# ---- design 1 ----
**Design 1: routing congestion map**

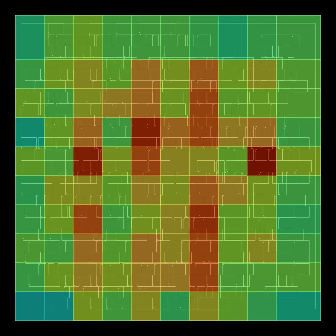

`config.mk`:
```
export PLATFORM = sky130hd
export DESIGN_NAME = spi_sclk_gen
export DESIGN_NICKNAME = d
export VERILOG_FILES = /design/src/rtl/spi_sclk_gen.sv
export SDC_FILE = /design/constraint.sdc
export NUM_CORES = 1
export LEC_CHECK = 0
export CORE_UTILIZATION = 49
export DETAILED_ROUTE_END_ITERATION = 8
export HOLD_SLACK_MARGIN = 0.12
export MAX_ROUTING_LAYER = met4
export PLACE_DENSITY_LB_ADDON = 0.12
export SETUP_SLACK_MARGIN = 0.5
export SLEW_MARGIN = 25
export SYNTH_ARGS = -nofsm -noshare
export SYNTH_HDL_FRONTEND = slang
export SYNTH_SLANG_ARGS = --single-unit
export TNS_END_PERCENT = 1
```
`constraint.sdc`:
```
create_clock -name CLK -period 5.3 [get_ports CLK]
set_input_delay 1.325 -clock CLK [delete_from_list [all_inputs] [get_ports CLK]]
set_output_delay 1.325 -clock CLK [all_outputs]
set_load 0.05 [all_outputs]
```
`src/rtl/spi_sclk_gen.sv`:
```
// SPI serial-clock generator: produces SCLK, sample/shift strobes and a DONE pulse
// for one transfer of NBITS+1 bits at a half-period of DIV+1 CLK cycles.
module spi_sclk_gen #(
    parameter int DIV_W = 16,
    parameter int CNT_W = 6
) (
    input  logic             CLK,
    input  logic             RST,
    input  logic [DIV_W-1:0] DIV,
    input  logic             CPOL,
    input  logic             CPHA,
    input  logic [CNT_W-1:0] NBITS,
    input  logic             START,
    input  logic             ABORT,
    output logic             SCLK,
    output logic             BUSY,
    output logic             SAMPLE_STB,
    output logic             SHIFT_STB,
    output logic             DONE
);

    typedef enum logic [1:0] {
        S_IDLE,
        S_LEAD,
        S_TRAIL
    } state_t;

    state_t             r_state, w_state;
    logic [DIV_W-1:0]   r_hcnt, w_hcnt;
    logic [CNT_W-1:0]   r_bcnt, w_bcnt;
    logic [DIV_W-1:0]   r_div, w_div;
    logic [CNT_W-1:0]   r_nbits, w_nbits;
    logic               r_cpol, w_cpol;
    logic               r_cpha, w_cpha;
    logic               r_sclk, w_sclk;
    logic               r_busy, w_busy;
    logic               r_sample, w_sample;
    logic               r_shift, w_shift;
    logic               r_done, w_done;

    always_ff @(posedge CLK) begin
        if (RST) begin
            r_state  <= S_IDLE;
            r_hcnt   <= '0;
            r_bcnt   <= '0;
            r_div    <= '0;
            r_nbits  <= '0;
            r_cpol   <= 1'b0;
            r_cpha   <= 1'b0;
            r_sclk   <= 1'b0;
            r_busy   <= 1'b0;
            r_sample <= 1'b0;
            r_shift  <= 1'b0;
            r_done   <= 1'b0;
        end else begin
            r_state  <= w_state;
            r_hcnt   <= w_hcnt;
            r_bcnt   <= w_bcnt;
            r_div    <= w_div;
            r_nbits  <= w_nbits;
            r_cpol   <= w_cpol;
            r_cpha   <= w_cpha;
            r_sclk   <= w_sclk;
            r_busy   <= w_busy;
            r_sample <= w_sample;
            r_shift  <= w_shift;
            r_done   <= w_done;
        end
    end

    always_comb begin
        w_state  = r_state;
        w_hcnt   = r_hcnt;
        w_bcnt   = r_bcnt;
        w_div    = r_div;
        w_nbits  = r_nbits;
        w_cpol   = r_cpol;
        w_cpha   = r_cpha;
        w_sclk   = r_sclk;
        w_busy   = r_busy;
        w_sample = 1'b0;
        w_shift  = 1'b0;
        w_done   = 1'b0;

        case (r_state)
            S_IDLE: begin
                // Idle SCLK tracks the live CPOL so the line is correct before a start.
                w_sclk = CPOL;
                w_busy = 1'b0;
                if (START && !ABORT) begin
                    w_div   = DIV;
                    w_cpol  = CPOL;
                    w_cpha  = CPHA;
                    w_nbits = NBITS;
                    w_hcnt  = '0;
                    w_bcnt  = '0;
                    w_busy  = 1'b1;
                    w_state = S_LEAD;
                end
            end
            S_LEAD, S_TRAIL: begin
                if (ABORT) begin
                    w_sclk  = r_cpol;
                    w_busy  = 1'b0;
                    w_hcnt  = '0;
                    w_bcnt  = '0;
                    w_state = S_IDLE;
                end else if (r_hcnt == r_div) begin
                    w_hcnt = '0;
                    if (r_state == S_LEAD) begin
                        w_sclk   = ~r_cpol;
                        w_sample = ~r_cpha;
                        w_shift  = r_cpha;
                        w_state  = S_TRAIL;
                    end else begin
                        w_sclk   = r_cpol;
                        w_sample = r_cpha;
                        // Compare before incrementing so NBITS=all-ones never wraps.
                        if (r_bcnt == r_nbits) begin
                            w_done  = 1'b1;
                            w_busy  = 1'b0;
                            w_bcnt  = '0;
                            w_state = S_IDLE;
                        end else begin
                            w_shift = ~r_cpha;
                            w_bcnt  = r_bcnt + 1'b1;
                            w_state = S_LEAD;
                        end
                    end
                end else begin
                    w_hcnt = r_hcnt + 1'b1;
                end
            end
            default: begin
                w_state = S_IDLE;
                w_busy  = 1'b0;
            end
        endcase
    end

    assign SCLK       = r_sclk;
    assign BUSY       = r_busy;
    assign SAMPLE_STB = r_sample;
    assign SHIFT_STB  = r_shift;
    assign DONE       = r_done;

endmodule

```
# ---- design 2 ----
$ cat src/rtl/execute_feedback_arbiter_if.sv
// ---------------------------------------------------------------------------
// execute_feedback_arbiter_if
//   Bundles the execute-unit feedback inputs and the registered wakeup/bypass
//   feedback channels of execute_feedback_arbiter.
//
//   flush        pipeline flush (synchronous)
//   unit_valid   per-unit feedback present
//   unit_phy_id  per-unit destination physical register
//   unit_value   per-unit result value
//   unit_ready   per-unit FIFO can accept this cycle
//   out_enable   per-channel valid feedback
//   out_phy_id   per-channel physical register id
//   out_value    per-channel value
//   out_src      per-channel producing unit index
//
//   master: the side that drives the units' feedback (execute stage)
//   slave : the arbiter itself
// ---------------------------------------------------------------------------
interface execute_feedback_arbiter_if #(
  parameter int UNIT_NUM         = 8,
  parameter int OUT_NUM          = 4,
  parameter int PHY_REG_ID_WIDTH = 6,
  parameter int DATA_WIDTH       = 32
);
  localparam int SRC_W = (UNIT_NUM > 1) ? $clog2(UNIT_NUM) : 1;

  logic                                            flush;
  logic [UNIT_NUM-1:0]                             unit_valid;
  logic [UNIT_NUM-1:0][PHY_REG_ID_WIDTH-1:0]       unit_phy_id;
  logic [UNIT_NUM-1:0][DATA_WIDTH-1:0]             unit_value;
  logic [UNIT_NUM-1:0]                             unit_ready;
  logic [OUT_NUM-1:0]                              out_enable;
  logic [OUT_NUM-1:0][PHY_REG_ID_WIDTH-1:0]        out_phy_id;
  logic [OUT_NUM-1:0][DATA_WIDTH-1:0]              out_value;
  logic [OUT_NUM-1:0][SRC_W-1:0]                   out_src;

  modport master (
    output flush, unit_valid, unit_phy_id, unit_value,
    input  unit_ready, out_enable, out_phy_id, out_value, out_src
  );

  modport slave (
    input  flush, unit_valid, unit_phy_id, unit_value,
    output unit_ready, out_enable, out_phy_id, out_value, out_src
  );
endinterface

$ cat src/rtl/execute_feedback_arbiter.sv
// ---------------------------------------------------------------------------
// execute_feedback_arbiter
//   Collects writeback feedback from UNIT_NUM execute units into per-unit
//   FIFOs and forwards up to OUT_NUM entries per cycle onto registered
//   feedback channels, picking units round-robin.
//
//   clk  : clock, all state on rising edge
//   rst  : asynchronous active-high reset
//   bus  : execute_feedback_arbiter_if.slave (flush, unit_* inputs,
//          unit_ready, out_* registered channel outputs)
// ---------------------------------------------------------------------------
module execute_feedback_arbiter #(
  parameter int UNIT_NUM         = 8,
  parameter int OUT_NUM          = 4,
  parameter int FIFO_DEPTH       = 2,
  parameter int PHY_REG_ID_WIDTH = 6,
  parameter int DATA_WIDTH       = 32
) (
  input  logic                     clk,
  input  logic                     rst,
  execute_feedback_arbiter_if.slave bus
);
  localparam int SRC_W   = (UNIT_NUM > 1) ? $clog2(UNIT_NUM) : 1;
  localparam int PTR_W   = $clog2(FIFO_DEPTH);
  localparam int CNT_W   = $clog2(FIFO_DEPTH + 1);
  localparam int ENTRY_W = PHY_REG_ID_WIDTH + DATA_WIDTH;

  logic [UNIT_NUM-1:0]              push;
  logic [UNIT_NUM-1:0]              pop;
  logic [UNIT_NUM-1:0]              nonempty;
  logic [UNIT_NUM-1:0]              ready;
  logic [UNIT_NUM-1:0][ENTRY_W-1:0] head_entry;

  // -------------------------------------------------------------------------
  // Per-unit FIFOs
  // -------------------------------------------------------------------------
  genvar gi;
  generate
    for (gi = 0; gi < UNIT_NUM; gi++) begin : g_fifo
      logic [ENTRY_W-1:0] mem_reg [FIFO_DEPTH];
      logic [PTR_W-1:0]   wr_ptr_reg;
      logic [PTR_W-1:0]   rd_ptr_reg;
      logic [CNT_W-1:0]   count_reg;

      // Ready comes only from the registered count, so a same-cycle pop
      // never lets a full FIFO accept.
      assign ready[gi]      = (count_reg < CNT_W'(FIFO_DEPTH));
      assign nonempty[gi]   = (count_reg != '0);
      assign push[gi]       = bus.unit_valid[gi] && ready[gi] && !bus.flush;
      assign head_entry[gi] = mem_reg[rd_ptr_reg];

      // Storage carries no reset; stale contents are never observed because
      // the head is only used while the count is nonzero.
      always_ff @(posedge clk) begin
        if (push[gi]) begin
          mem_reg[wr_ptr_reg] <= {bus.unit_phy_id[gi], bus.unit_value[gi]};
        end
      end

      always_ff @(posedge clk or posedge rst) begin
        if (rst) begin
          wr_ptr_reg <= '0;
          rd_ptr_reg <= '0;
          count_reg  <= '0;
        end else if (bus.flush) begin
          wr_ptr_reg <= '0;
          rd_ptr_reg <= '0;
          count_reg  <= '0;
        end else begin
          // Depth is a power of two, so pointers wrap naturally.
          if (push[gi]) wr_ptr_reg <= wr_ptr_reg + 1'b1;
          if (pop[gi])  rd_ptr_reg <= rd_ptr_reg + 1'b1;
          case ({push[gi], pop[gi]})
            2'b10:   count_reg <= count_reg + 1'b1;
            2'b01:   count_reg <= count_reg - 1'b1;
            default: count_reg <= count_reg;
          endcase
        end
      end
    end
  endgenerate

  assign bus.unit_ready = ready;

  // -------------------------------------------------------------------------
  // Round-robin arbitration
  // -------------------------------------------------------------------------
  logic [SRC_W-1:0]                rr_ptr_reg;
  logic [SRC_W-1:0]                rr_next;
  logic [OUT_NUM-1:0]              chan_valid_next;
  logic [OUT_NUM-1:0][SRC_W-1:0]   chan_src_next;
  logic [UNIT_NUM-1:0]             grant;
  logic [SRC_W:0]                  scan_sum;
  logic [SRC_W-1:0]                scan_idx;
  int                              grant_cnt;

  always_comb begin
    grant           = '0;
    chan_valid_next = '0;
    chan_src_next   = '0;
    rr_next         = rr_ptr_reg;
    grant_cnt       = 0;
    scan_sum        = '0;
    scan_idx        = '0;
    for (int k = 0; k < UNIT_NUM; k++) begin
      // (rr_ptr + k) mod UNIT_NUM without relying on power-of-two width
      scan_sum = {1'b0, rr_ptr_reg} + (SRC_W + 1)'(k);
      if (scan_sum >= (SRC_W + 1)'(UNIT_NUM)) begin
        scan_sum = scan_sum - (SRC_W + 1)'(UNIT_NUM);
      end
      scan_idx = scan_sum[SRC_W-1:0];
      if (nonempty[scan_idx] && (grant_cnt < OUT_NUM)) begin
        grant[scan_idx]            = 1'b1;
        chan_valid_next[grant_cnt] = 1'b1;
        chan_src_next[grant_cnt]   = scan_idx;
        rr_next = (scan_idx == SRC_W'(UNIT_NUM - 1)) ? '0 : scan_idx + 1'b1;
        grant_cnt = grant_cnt + 1;
      end
    end
  end

  // A flush cancels every pop in its cycle.
  assign pop = bus.flush ? '0 : grant;

  logic [OUT_NUM-1:0][PHY_REG_ID_WIDTH-1:0] chan_phy_next;
  logic [OUT_NUM-1:0][DATA_WIDTH-1:0]       chan_value_next;

  always_comb begin
    chan_phy_next   = '0;
    chan_value_next = '0;
    for (int j = 0; j < OUT_NUM; j++) begin
      if (chan_valid_next[j]) begin
        {chan_phy_next[j], chan_value_next[j]} = head_entry[chan_src_next[j]];
      end
    end
  end

  // -------------------------------------------------------------------------
  // Registered feedback channels and round-robin pointer
  // -------------------------------------------------------------------------
  logic [OUT_NUM-1:0]                       out_enable_reg;
  logic [OUT_NUM-1:0][PHY_REG_ID_WIDTH-1:0] out_phy_id_reg;
  logic [OUT_NUM-1:0][DATA_WIDTH-1:0]       out_value_reg;
  logic [OUT_NUM-1:0][SRC_W-1:0]            out_src_reg;

  always_ff @(posedge clk or posedge rst) begin
    if (rst) begin
      out_enable_reg <= '0;
      out_phy_id_reg <= '0;
      out_value_reg  <= '0;
      out_src_reg    <= '0;
      rr_ptr_reg     <= '0;
    end else if (bus.flush) begin
      // rr_ptr_reg deliberately holds across a flush.
      out_enable_reg <= '0;
      out_phy_id_reg <= '0;
      out_value_reg  <= '0;
      out_src_reg    <= '0;
    end else begin
      out_enable_reg <= chan_valid_next;
      out_phy_id_reg <= chan_phy_next;
      out_value_reg  <= chan_value_next;
      out_src_reg    <= chan_src_next;
      rr_ptr_reg     <= rr_next;
    end
  end

  assign bus.out_enable = out_enable_reg;
  assign bus.out_phy_id = out_phy_id_reg;
  assign bus.out_value  = out_value_reg;
  assign bus.out_src    = out_src_reg;

endmodule

$ cat src/flat_wrapper.sv
// flat-port wrapper written by rule: the top's interface ports become plain ports
module execute_feedback_arbiter_flat 
#(
  parameter int UNIT_NUM         = 8,
  parameter int OUT_NUM          = 4,
  parameter int FIFO_DEPTH       = 2,
  parameter int PHY_REG_ID_WIDTH = 6,
  parameter int DATA_WIDTH       = 32
)
  (clk, rst, bus_flush, bus_unit_valid, bus_unit_phy_id, bus_unit_value, bus_unit_ready, bus_out_enable, bus_out_phy_id, bus_out_value, bus_out_src);
  execute_feedback_arbiter_if #(.UNIT_NUM(UNIT_NUM), .OUT_NUM(OUT_NUM), .PHY_REG_ID_WIDTH(PHY_REG_ID_WIDTH), .DATA_WIDTH(DATA_WIDTH)) bus_i ();
  input  logic clk;
  input  logic rst;
  input wire logic [$bits(bus_i.flush)-1:0] bus_flush;
  input wire logic [$bits(bus_i.unit_valid)-1:0] bus_unit_valid;
  input wire logic [$bits(bus_i.unit_phy_id)-1:0] bus_unit_phy_id;
  input wire logic [$bits(bus_i.unit_value)-1:0] bus_unit_value;
  output wire logic [$bits(bus_i.unit_ready)-1:0] bus_unit_ready;
  output wire logic [$bits(bus_i.out_enable)-1:0] bus_out_enable;
  output wire logic [$bits(bus_i.out_phy_id)-1:0] bus_out_phy_id;
  output wire logic [$bits(bus_i.out_value)-1:0] bus_out_value;
  output wire logic [$bits(bus_i.out_src)-1:0] bus_out_src;
  assign bus_i.flush = bus_flush;
  assign bus_i.unit_valid = bus_unit_valid;
  assign bus_i.unit_phy_id = bus_unit_phy_id;
  assign bus_i.unit_value = bus_unit_value;
  assign bus_unit_ready = bus_i.unit_ready;
  assign bus_out_enable = bus_i.out_enable;
  assign bus_out_phy_id = bus_i.out_phy_id;
  assign bus_out_value = bus_i.out_value;
  assign bus_out_src = bus_i.out_src;
  execute_feedback_arbiter #(.UNIT_NUM(UNIT_NUM), .OUT_NUM(OUT_NUM), .FIFO_DEPTH(FIFO_DEPTH), .PHY_REG_ID_WIDTH(PHY_REG_ID_WIDTH), .DATA_WIDTH(DATA_WIDTH)) u_core (.clk(clk), .rst(rst), .bus(bus_i));
endmodule
$ cat config.mk
export PLATFORM = sky130hd
export DESIGN_NAME = execute_feedback_arbiter_flat
export DESIGN_NICKNAME = d
export VERILOG_FILES = /design/src/rtl/execute_feedback_arbiter_if.sv /design/src/rtl/execute_feedback_arbiter.sv /design/src/flat_wrapper.sv
export SDC_FILE = /design/constraint.sdc
export NUM_CORES = 2
export LEC_CHECK = 0
export CAP_MARGIN = 20
export CORE_MARGIN = 3
export CORE_UTILIZATION = 50
export DETAILED_ROUTE_END_ITERATION = 6
export PLACE_DENSITY_LB_ADDON = 0.25
export SLEW_MARGIN = 25
export SYNTH_ARGS = -nofsm -noshare
export SYNTH_HDL_FRONTEND = slang
export SYNTH_SLANG_ARGS = --single-unit
export TNS_END_PERCENT = 30
$ cat constraint.sdc
create_clock -name clk -period 25.6 [get_ports clk]
set_clock_uncertainty 0.15 [all_clocks]
set_input_delay 5.12 -clock clk [delete_from_list [all_inputs] [get_ports clk]]
set_output_delay 5.12 -clock clk [all_outputs]
set_load 0.01 [all_outputs]
# ---- design 3 ----
## src/rtl/data_memory.sv

```systemverilog
// Single-port 2**ADDR_WIDTH x DATA_WIDTH data memory with synchronous clear; 1-cycle registered read, 1-cycle write.
// No backpressure: one access per cycle when mem_enable is high, and data_bus_out holds between reads.
module data_memory #(
    parameter int ADDR_WIDTH = 4,
    parameter int DATA_WIDTH = 8
) (
    input  logic                  clk,
    input  logic                  rst,
    input  logic [ADDR_WIDTH-1:0] address_bus,
    input  logic                  mem_enable,
    input  logic                  read_write,
    input  logic [DATA_WIDTH-1:0] data_bus_in,
    output logic [DATA_WIDTH-1:0] data_bus_out
);

    localparam int DEPTH = 2 ** ADDR_WIDTH;

    logic [DATA_WIDTH-1:0] r_mem [DEPTH];
    logic [DATA_WIDTH-1:0] r_data_out;
    logic                  w_rd_en;
    logic                  w_wr_en;

    assign w_rd_en = mem_enable &  read_write;
    assign w_wr_en = mem_enable & ~read_write;

    // Reset wins over any access presented in the same cycle.
    always_ff @(posedge clk) begin
        if (rst) begin
            for (int i = 0; i < DEPTH; i++) begin
                r_mem[i] <= '0;
            end
        end else if (w_wr_en) begin
            r_mem[address_bus] <= data_bus_in;
        end
    end

    always_ff @(posedge clk) begin
        if (rst) begin
            r_data_out <= '0;
        end else if (w_rd_en) begin
            r_data_out <= r_mem[address_bus];
        end
    end

    assign data_bus_out = r_data_out;

endmodule

```

## config.mk

```make
export PLATFORM = sky130hd
export DESIGN_NAME = data_memory
export DESIGN_NICKNAME = d
export VERILOG_FILES = /design/src/rtl/data_memory.sv
export SDC_FILE = /design/constraint.sdc
export NUM_CORES = 1
export LEC_CHECK = 0
export CAP_MARGIN = 20
export CORE_MARGIN = 2
export CORE_UTILIZATION = 53
export DETAILED_ROUTE_END_ITERATION = 8
export PLACE_DENSITY = 0.7
export SYNTH_ARGS = -nofsm -noshare
export SYNTH_HDL_FRONTEND = slang
export SYNTH_SLANG_ARGS = --single-unit
```

## constraint.sdc

```tcl
create_clock -name clk -period 2.6 [get_ports clk]
set_input_delay 0.26 -clock clk [delete_from_list [all_inputs] [get_ports clk]]
set_output_delay 0.26 -clock clk [all_outputs]
set_load 0.005 [all_outputs]
```

# ---- design 4 ----
$ cat config.mk
export PLATFORM = sky130hd
export DESIGN_NAME = bin2bcd_seq_flat
export DESIGN_NICKNAME = d
export VERILOG_FILES = /design/src/rtl/bin2bcd_seq_pkg.sv /design/src/rtl/bin2bcd_seq_if.sv /design/src/rtl/bin2bcd_seq_add3.sv /design/src/rtl/bin2bcd_seq.sv /design/src/flat_wrapper.sv
export SDC_FILE = /design/constraint.sdc
export NUM_CORES = 1
export LEC_CHECK = 0
export CORE_MARGIN = 8
export CORE_UTILIZATION = 45
export CTS_CLUSTER_SIZE = 16
export DETAILED_ROUTE_END_ITERATION = 8
export GPL_TIMING_DRIVEN = 0
export PLACE_DENSITY = 0.68
export REMOVE_ABC_BUFFERS = 1
export SYNTH_ARGS = -nofsm -noshare
export SYNTH_HDL_FRONTEND = slang
export SYNTH_SLANG_ARGS = --single-unit
$ cat constraint.sdc
create_clock -name clk -period 1.9 [get_ports clk]
set_input_delay 0.285 -clock clk [delete_from_list [all_inputs] [get_ports clk]]
set_output_delay 0.285 -clock clk [all_outputs]
set_load 0.02 [all_outputs]
$ cat src/rtl/bin2bcd_seq_pkg.sv
`default_nettype none
// ============================================================================
// Package : bcd_pkg
// Brief   : Shared state encoding, digit constants and sizing helper for
//           the sequential binary-to-BCD converter.
// Rev     : 1.0  initial release
// ============================================================================
package bcd_pkg;

  typedef enum logic [1:0] {
    IDLE  = 2'd0,
    SHIFT = 2'd1,
    DONE  = 2'd2
  } b2b_state_t;

  localparam logic [3:0] BCD_MAX     = 4'd9;
  localparam logic [3:0] ADD3_THRESH = 4'd5;

  // Counter must hold the value N itself, not just N-1.
  function automatic int cnt_width(input int n);
    return (n < 1) ? 1 : $clog2(n + 1);
  endfunction

endpackage
`default_nettype wire

$ cat src/rtl/bin2bcd_seq_if.sv
`default_nettype none
// ============================================================================
// Interface : bin2bcd_seq_if
// Brief     : start/busy/done handshake plus operand and packed BCD result.
// Rev       : 1.0  initial release
// ============================================================================
interface bin2bcd_seq_if #(
  parameter int BIN_W  = 8,
  parameter int DIGITS = 3
) ();

  logic                  start;
  logic [BIN_W-1:0]      bin;
  logic                  busy;
  logic                  done;
  logic [4*DIGITS-1:0]   bcd_out;

  modport master (
    output start,
    output bin,
    input  busy,
    input  done,
    input  bcd_out
  );

  modport slave (
    input  start,
    input  bin,
    output busy,
    output done,
    output bcd_out
  );

endinterface
`default_nettype wire

$ cat src/rtl/bin2bcd_seq_add3.sv
`default_nettype none
// ============================================================================
// Module : bcd_add3
// Brief  : Double-dabble digit correction: digits of 5 or more get +3.
// Rev    : 1.0  initial release
// ============================================================================
module bcd_add3
  import bcd_pkg::*;
(
  input  logic [3:0] d_i,
  output logic [3:0] d_o
);

  // Inputs never exceed 9 inside a valid conversion, so the sum tops out at 4'hC.
  assign d_o = (d_i >= ADD3_THRESH) ? (d_i + 4'd3) : d_i;

endmodule
`default_nettype wire

$ cat src/rtl/bin2bcd_seq.sv
`default_nettype none
// ============================================================================
// Module : bin2bcd_seq
// Brief  : Sequential shift-and-add-3 binary-to-BCD converter, one shift
//          per clock, with a start/busy/done handshake.
// Rev    : 1.0  initial release
// ============================================================================
module bin2bcd_seq
  import bcd_pkg::*;
#(
  parameter int BIN_W  = 8,
  parameter int DIGITS = 3
) (
  input  logic          clk,
  input  logic          rst,
  bin2bcd_seq_if.slave  bus
);

  localparam int            SW       = 4*DIGITS + BIN_W;
  localparam int            CW       = cnt_width(BIN_W);
  localparam logic [CW-1:0] CNT_LOAD = CW'(BIN_W);
  localparam logic [CW-1:0] CNT_LAST = CW'(1);

  generate
    if ((longint'(10) ** DIGITS) <= ((longint'(1) << BIN_W) - 1)) begin : g_digits_check
      $fatal(1, "bin2bcd_seq: DIGITS too small to represent 2**BIN_W-1");
    end
  endgenerate

  b2b_state_t          state_q, state_d;
  logic [SW-1:0]       scratch_q, scratch_d;
  logic [CW-1:0]       cnt_q, cnt_d;
  logic [4*DIGITS-1:0] bcd_q, bcd_d;
  logic [SW-1:0]       adj;
  logic [SW-1:0]       shifted;

  assign adj[BIN_W-1:0] = scratch_q[BIN_W-1:0];

  generate
    for (genvar k = 0; k < DIGITS; k++) begin : g_add3
      bcd_add3 u_add3 (
        .d_i (scratch_q[BIN_W + 4*k +: 4]),
        .d_o (adj[BIN_W + 4*k +: 4])
      );
    end
  endgenerate

  assign shifted = adj << 1;

  always_ff @(posedge clk) begin
    if (rst) begin
      state_q   <= IDLE;
      scratch_q <= '0;
      cnt_q     <= '0;
      bcd_q     <= '0;
    end else begin
      state_q   <= state_d;
      scratch_q <= scratch_d;
      cnt_q     <= cnt_d;
      bcd_q     <= bcd_d;
    end
  end

  // DONE also serves as an accept slot so a held start yields one result
  // every BIN_W+1 cycles.
  always_comb begin
    state_d   = state_q;
    scratch_d = scratch_q;
    cnt_d     = cnt_q;
    bcd_d     = bcd_q;
    case (state_q)
      IDLE: begin
        if (bus.start) begin
          state_d   = SHIFT;
          scratch_d = {{(4*DIGITS){1'b0}}, bus.bin};
          cnt_d     = CNT_LOAD;
        end
      end
      SHIFT: begin
        scratch_d = shifted;
        cnt_d     = cnt_q - CNT_LAST;
        if (cnt_q == CNT_LAST) begin
          state_d = DONE;
          bcd_d   = shifted[SW-1:BIN_W];
        end
      end
      DONE: begin
        if (bus.start) begin
          state_d   = SHIFT;
          scratch_d = {{(4*DIGITS){1'b0}}, bus.bin};
          cnt_d     = CNT_LOAD;
        end else begin
          state_d   = IDLE;
        end
      end
      default: state_d = IDLE;
    endcase
  end

  assign bus.busy    = (state_q != IDLE);
  assign bus.done    = (state_q == DONE);
  assign bus.bcd_out = bcd_q;

endmodule
`default_nettype wire

$ cat src/flat_wrapper.sv
// flat-port wrapper written by rule: the top's interface ports become plain ports
module bin2bcd_seq_flat import bcd_pkg::*;
#(
  parameter int BIN_W  = 8,
  parameter int DIGITS = 3
)
  (clk, rst, bus_start, bus_bin, bus_busy, bus_done, bus_bcd_out);
  bin2bcd_seq_if #(.BIN_W(BIN_W), .DIGITS(DIGITS)) bus_i ();
  input  logic clk;
  input  logic rst;
  input wire logic [$bits(bus_i.start)-1:0] bus_start;
  input wire logic [$bits(bus_i.bin)-1:0] bus_bin;
  output wire logic [$bits(bus_i.busy)-1:0] bus_busy;
  output wire logic [$bits(bus_i.done)-1:0] bus_done;
  output wire logic [$bits(bus_i.bcd_out)-1:0] bus_bcd_out;
  assign bus_i.start = bus_start;
  assign bus_i.bin = bus_bin;
  assign bus_busy = bus_i.busy;
  assign bus_done = bus_i.done;
  assign bus_bcd_out = bus_i.bcd_out;
  bin2bcd_seq #(.BIN_W(BIN_W), .DIGITS(DIGITS)) u_core (.clk(clk), .rst(rst), .bus(bus_i));
endmodule

==> notes/layouts.md <==
Pictures saved along the way, in no particular order.

Metal layers overlaid.
Two of the layers only.
(a)
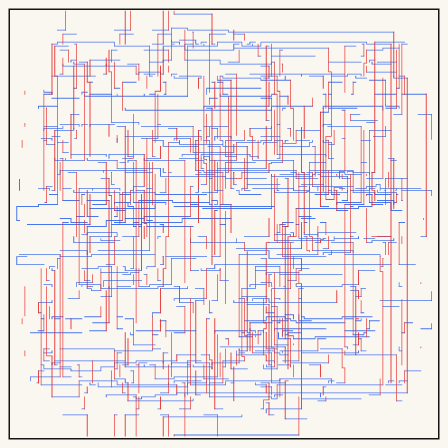
(b)
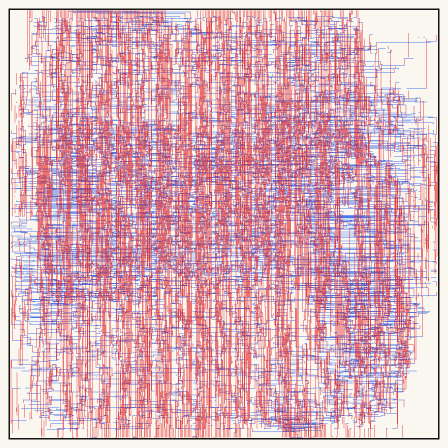
(c)
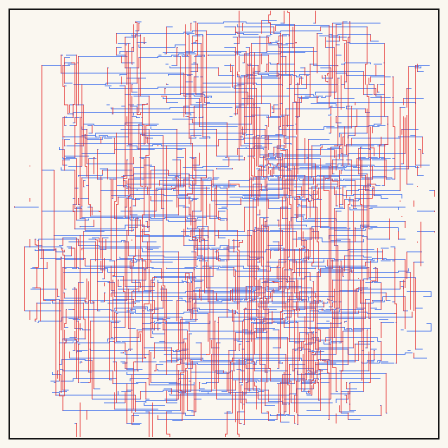
(d)
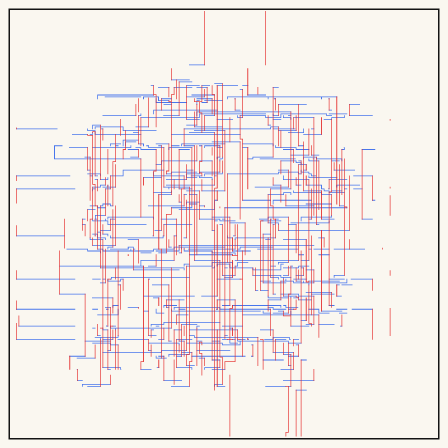
The one with the least wire is (d).
- design 1 = (a)
- design 3 = (c)
- design 4 = (d)
- design 2 = (b)

Key to (c):
colour	layer	wire length
blue	metal 1	6370 µm
red	metal 2	6910 µm

**Design 3: a small window of the routed layout**

Window x 73 to 98, y 16 to 41 µm. Cells in grey, sequential cells in the stronger grey; small squares are vias.
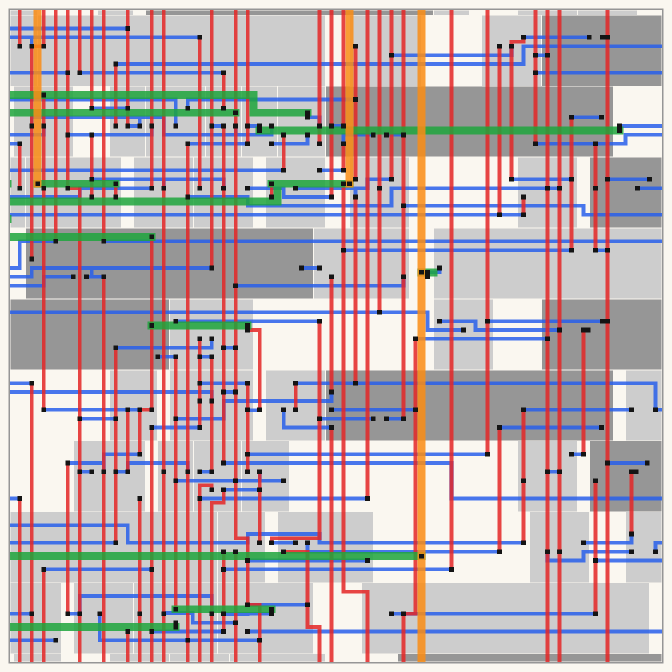
colour	layer
blue	metal 1
green	metal 3
orange	metal 4
red	metal 2
most frequent	and2_1 (9), nand2_1 (4), edfxtp_1 (4)
sequential cells in the window	4
netlist names of flops here include	r_mem (4)
cells with their middle in the window	43

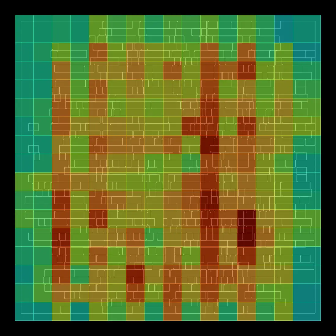
**Above:** design 3 (routing congestion map).
M2 GR Usage: 38.0%
total track usage: 24.3%

==> ci_impl_report.md, design 3 <==
### Metrics collected by this job

| Metric | Value |
|---|---|
| Status | finished clean |
| Cell Count, Final, Fillers Out | ~660 |
| First-pass GRT wire length | approximately 22000 µm |
| XORs/XNORs by Area | 0% |
| DP Area | roughly 0.0068 mm² |
| Synth top cell by count | and2_1 |
| CP Class | input pin to flop |
| Routed wl met3 | approximately 790 µm |
| Die Size | roughly 0.013 mm² |
| Fin util | 61.9% |
| Final hold vios | 0 |
| DR WL met2 | around 6900 µm |
| GP Congestion | between 0.9 and 1 |
| Crit path launch | address_bus[0] |
| Post-synth cell types | 35 |
| CP peak stage delay | 550 ps |
| Largest net degree at the start of global routing | 31 |
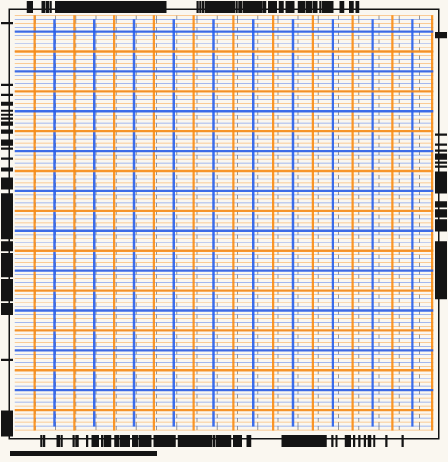
**Above:** design 2 (PDN straps and rails).
Bar = 100 µm. Pins as bars on the die edge. Tap cells in grey.
colour	net
blue	VDD
orange	VSS
met5 straps	20
signal pins	491
met4 straps	21
rows	104

==> ci_impl_report.md, design 2 <==
### Metrics collected by this job

| Metric | Value |
|---|---|
| Die span in x | ~300 µm |
| Maxcap violations | 0 |
| Vias per cell | 6.45 |
| Status | finished with violations |
| Row Count | ~100 |
| Post-synth cell types | about 91 |
| Async SR Flop Fraction | between 20% and 30% |
| Commonest cells in the netlist | 608 x edfxtp_1, 418 x nand2_1, 400 x mux2i_1 |
| Failing checks | design-rule violations |
| Max Slew Vio Count | 0 |
| Fillers | around 6300 |
| Worst hold start | u_core.g_fifo[1].wr_ptr_reg |
| Initial drt markers | ~3700 |
| Clk cell area share | 6.02% |
| Non-clk invs | 35 |
| Area delta synth->final | 21.6% |
| Worst Reg2Reg Path Length in Cells | 31 |
| Flop share of the area | 46.9% |
| Setup crit end kind | flop |
| Crit path launch | u_core.rr_ptr_reg[0] |
| Commonest flop | edfxtp_1 |
| RSZ-0062 raised after global routing | no |
| Syn. warnings | 0 |
| Seq cells | approximately 810 |
| # resized after CTS | 0 |
| Synth Net Count | between 3000 and 4000 |
| # clk buffers | 109 |
| Mux share | 16.4% |
| Layout cells sized above 1 | 11.6% |
| Drt first pass iters | 7 |
| Top-area cell share | between 40% and 50% |
| Final nets | 4161 |
| WP buf/inv | 6 |
| Synthesized cell area | between 0.04 and 0.05 mm² |
| Port Buffers | between 400 and 500 |
| # DRC | 15 |
| Critical Path RT | between 20000 and 30000 ps |
| Final hold slack | about 440 ps |
| Initial antenna violation count | 9 |
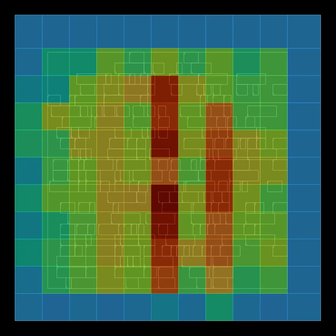
**Above:** design 4 (routing congestion map).
total track usage: 12.6%
GRT met3 Usage: 5.53%
fin util: 56.4%

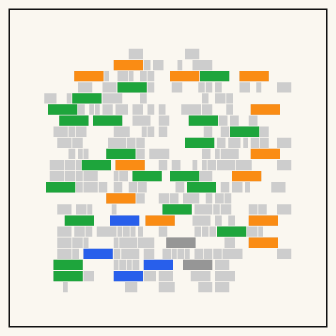
**Above:** design 4 (register map, names as in the netlist).
colour	name in the netlist	flops
blue	u_core.cnt_q	4
orange	u_core.bus.bcd_out	12
green	u_core.scratch_q	20

==> ci_impl_report.md, design 4 <==
### Metrics collected by this job

| Metric | Value |
|---|---|
| Critical Path Start Type | flop |
| Yosys synthesis chip area | around 0.0017 mm² |
| Commonest flop | dfxtp_1 |
| First-pass GRT wire length | around 6200 µm |
| Relative slew slack | approximately 16% |
| Worst Reg2Reg Path Length in Cells | 5 |
| Setup crit end kind | output pin |
| Top-area cell share | between 40 and 50% |
| Core footprint | approximately 0.0036 mm² |
| Most used routing layer | met2 |
| Cell Count, Final, Fillers Out | ~260 |
| Final hold slack | between 400 and 500 ps |
| Tmin final | about 1800 ps |
| Drt first pass iters | 4 |
| Crit path launch | u_core.state_q[0] |
| Fillers | between 300 and 400 |
| Status | finished clean |
| Setup TNS | 0 ps |
| Final setup violation count | 0 |
| RSZ-0062 raised after global routing | no |
| CTS tree | built |
| Syn. warnings | 0 |
| Maxcap violations | 0 |
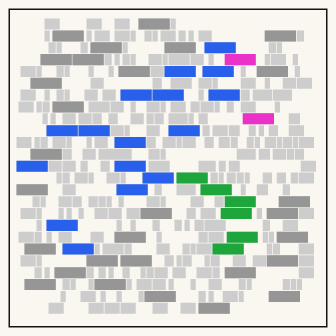
**Above:** design 1 (register map, names as in the netlist).
colour	name in the netlist	flops
blue	r_hcnt	16
magenta	r_state	2
green	r_bcnt	6
not coloured	29

About 'routing congestion map' of design 1:
GRT met3 Usage: 4.70%
most used routing layer: met2
fin util: 61.0%
M1 GR Usage: 28.6%

==> ci_impl_report.md, design 1 <==
### Metrics collected by this job

| Metric | Value |
|---|---|
| Most common cell after layout, fill and taps aside | nand2_1 |
| Hold_buf cts | 0 |
| Tcrit/Tclk final | between 60% and 70% |
| Worst hold start | r_div[7] |
| Final hold slack | roughly 470 ps |
| Mux share | 2.10% |
| Max Slew Vio Count | 0 |
| Hold Path Class | flop to flop |
| Worst path depth | 6 |
| Ys cells | roughly 290 |
| DR WL met2 | around 2500 µm |
| Status | finished clean |
| Global route overflow | 0 |
| Family with the most delay on the worst path | AND-OR/OR-AND gates |
| Setup bufs post-CTS | 0 |
| Data buffer area share | a little under an eighth |
| Die Size | 0.00527 mm² |
| Initial drt markers | ~70 |
| Seq cells | 53 |


==> screenshots <==
PDN straps and rails.
Bar = 20 µm. Pins as bars on the die edge. Tap cells in grey.
picture 1
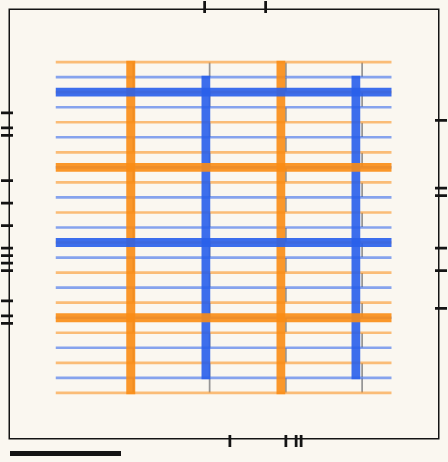
picture 2
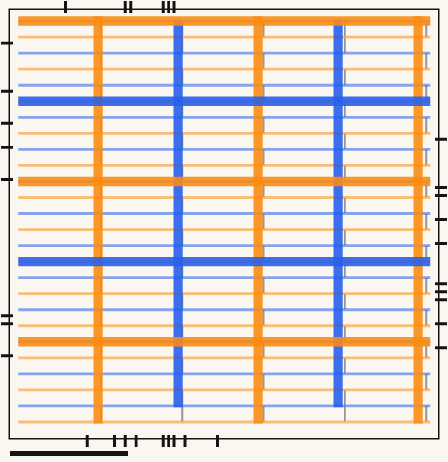
picture 3
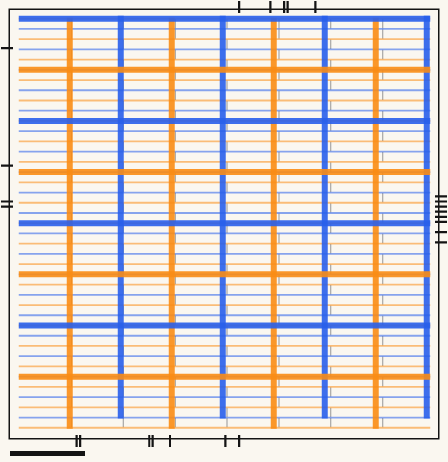
For design 4, see picture 1.
For design 3, see picture 3.
For design 1, see picture 2.
The one with the largest die is picture 3.
The one with the most pins is picture 2.

Key to picture 1:
colour	net
orange	VSS
blue	VDD
met4 straps	4
tap cells	48
rows	22

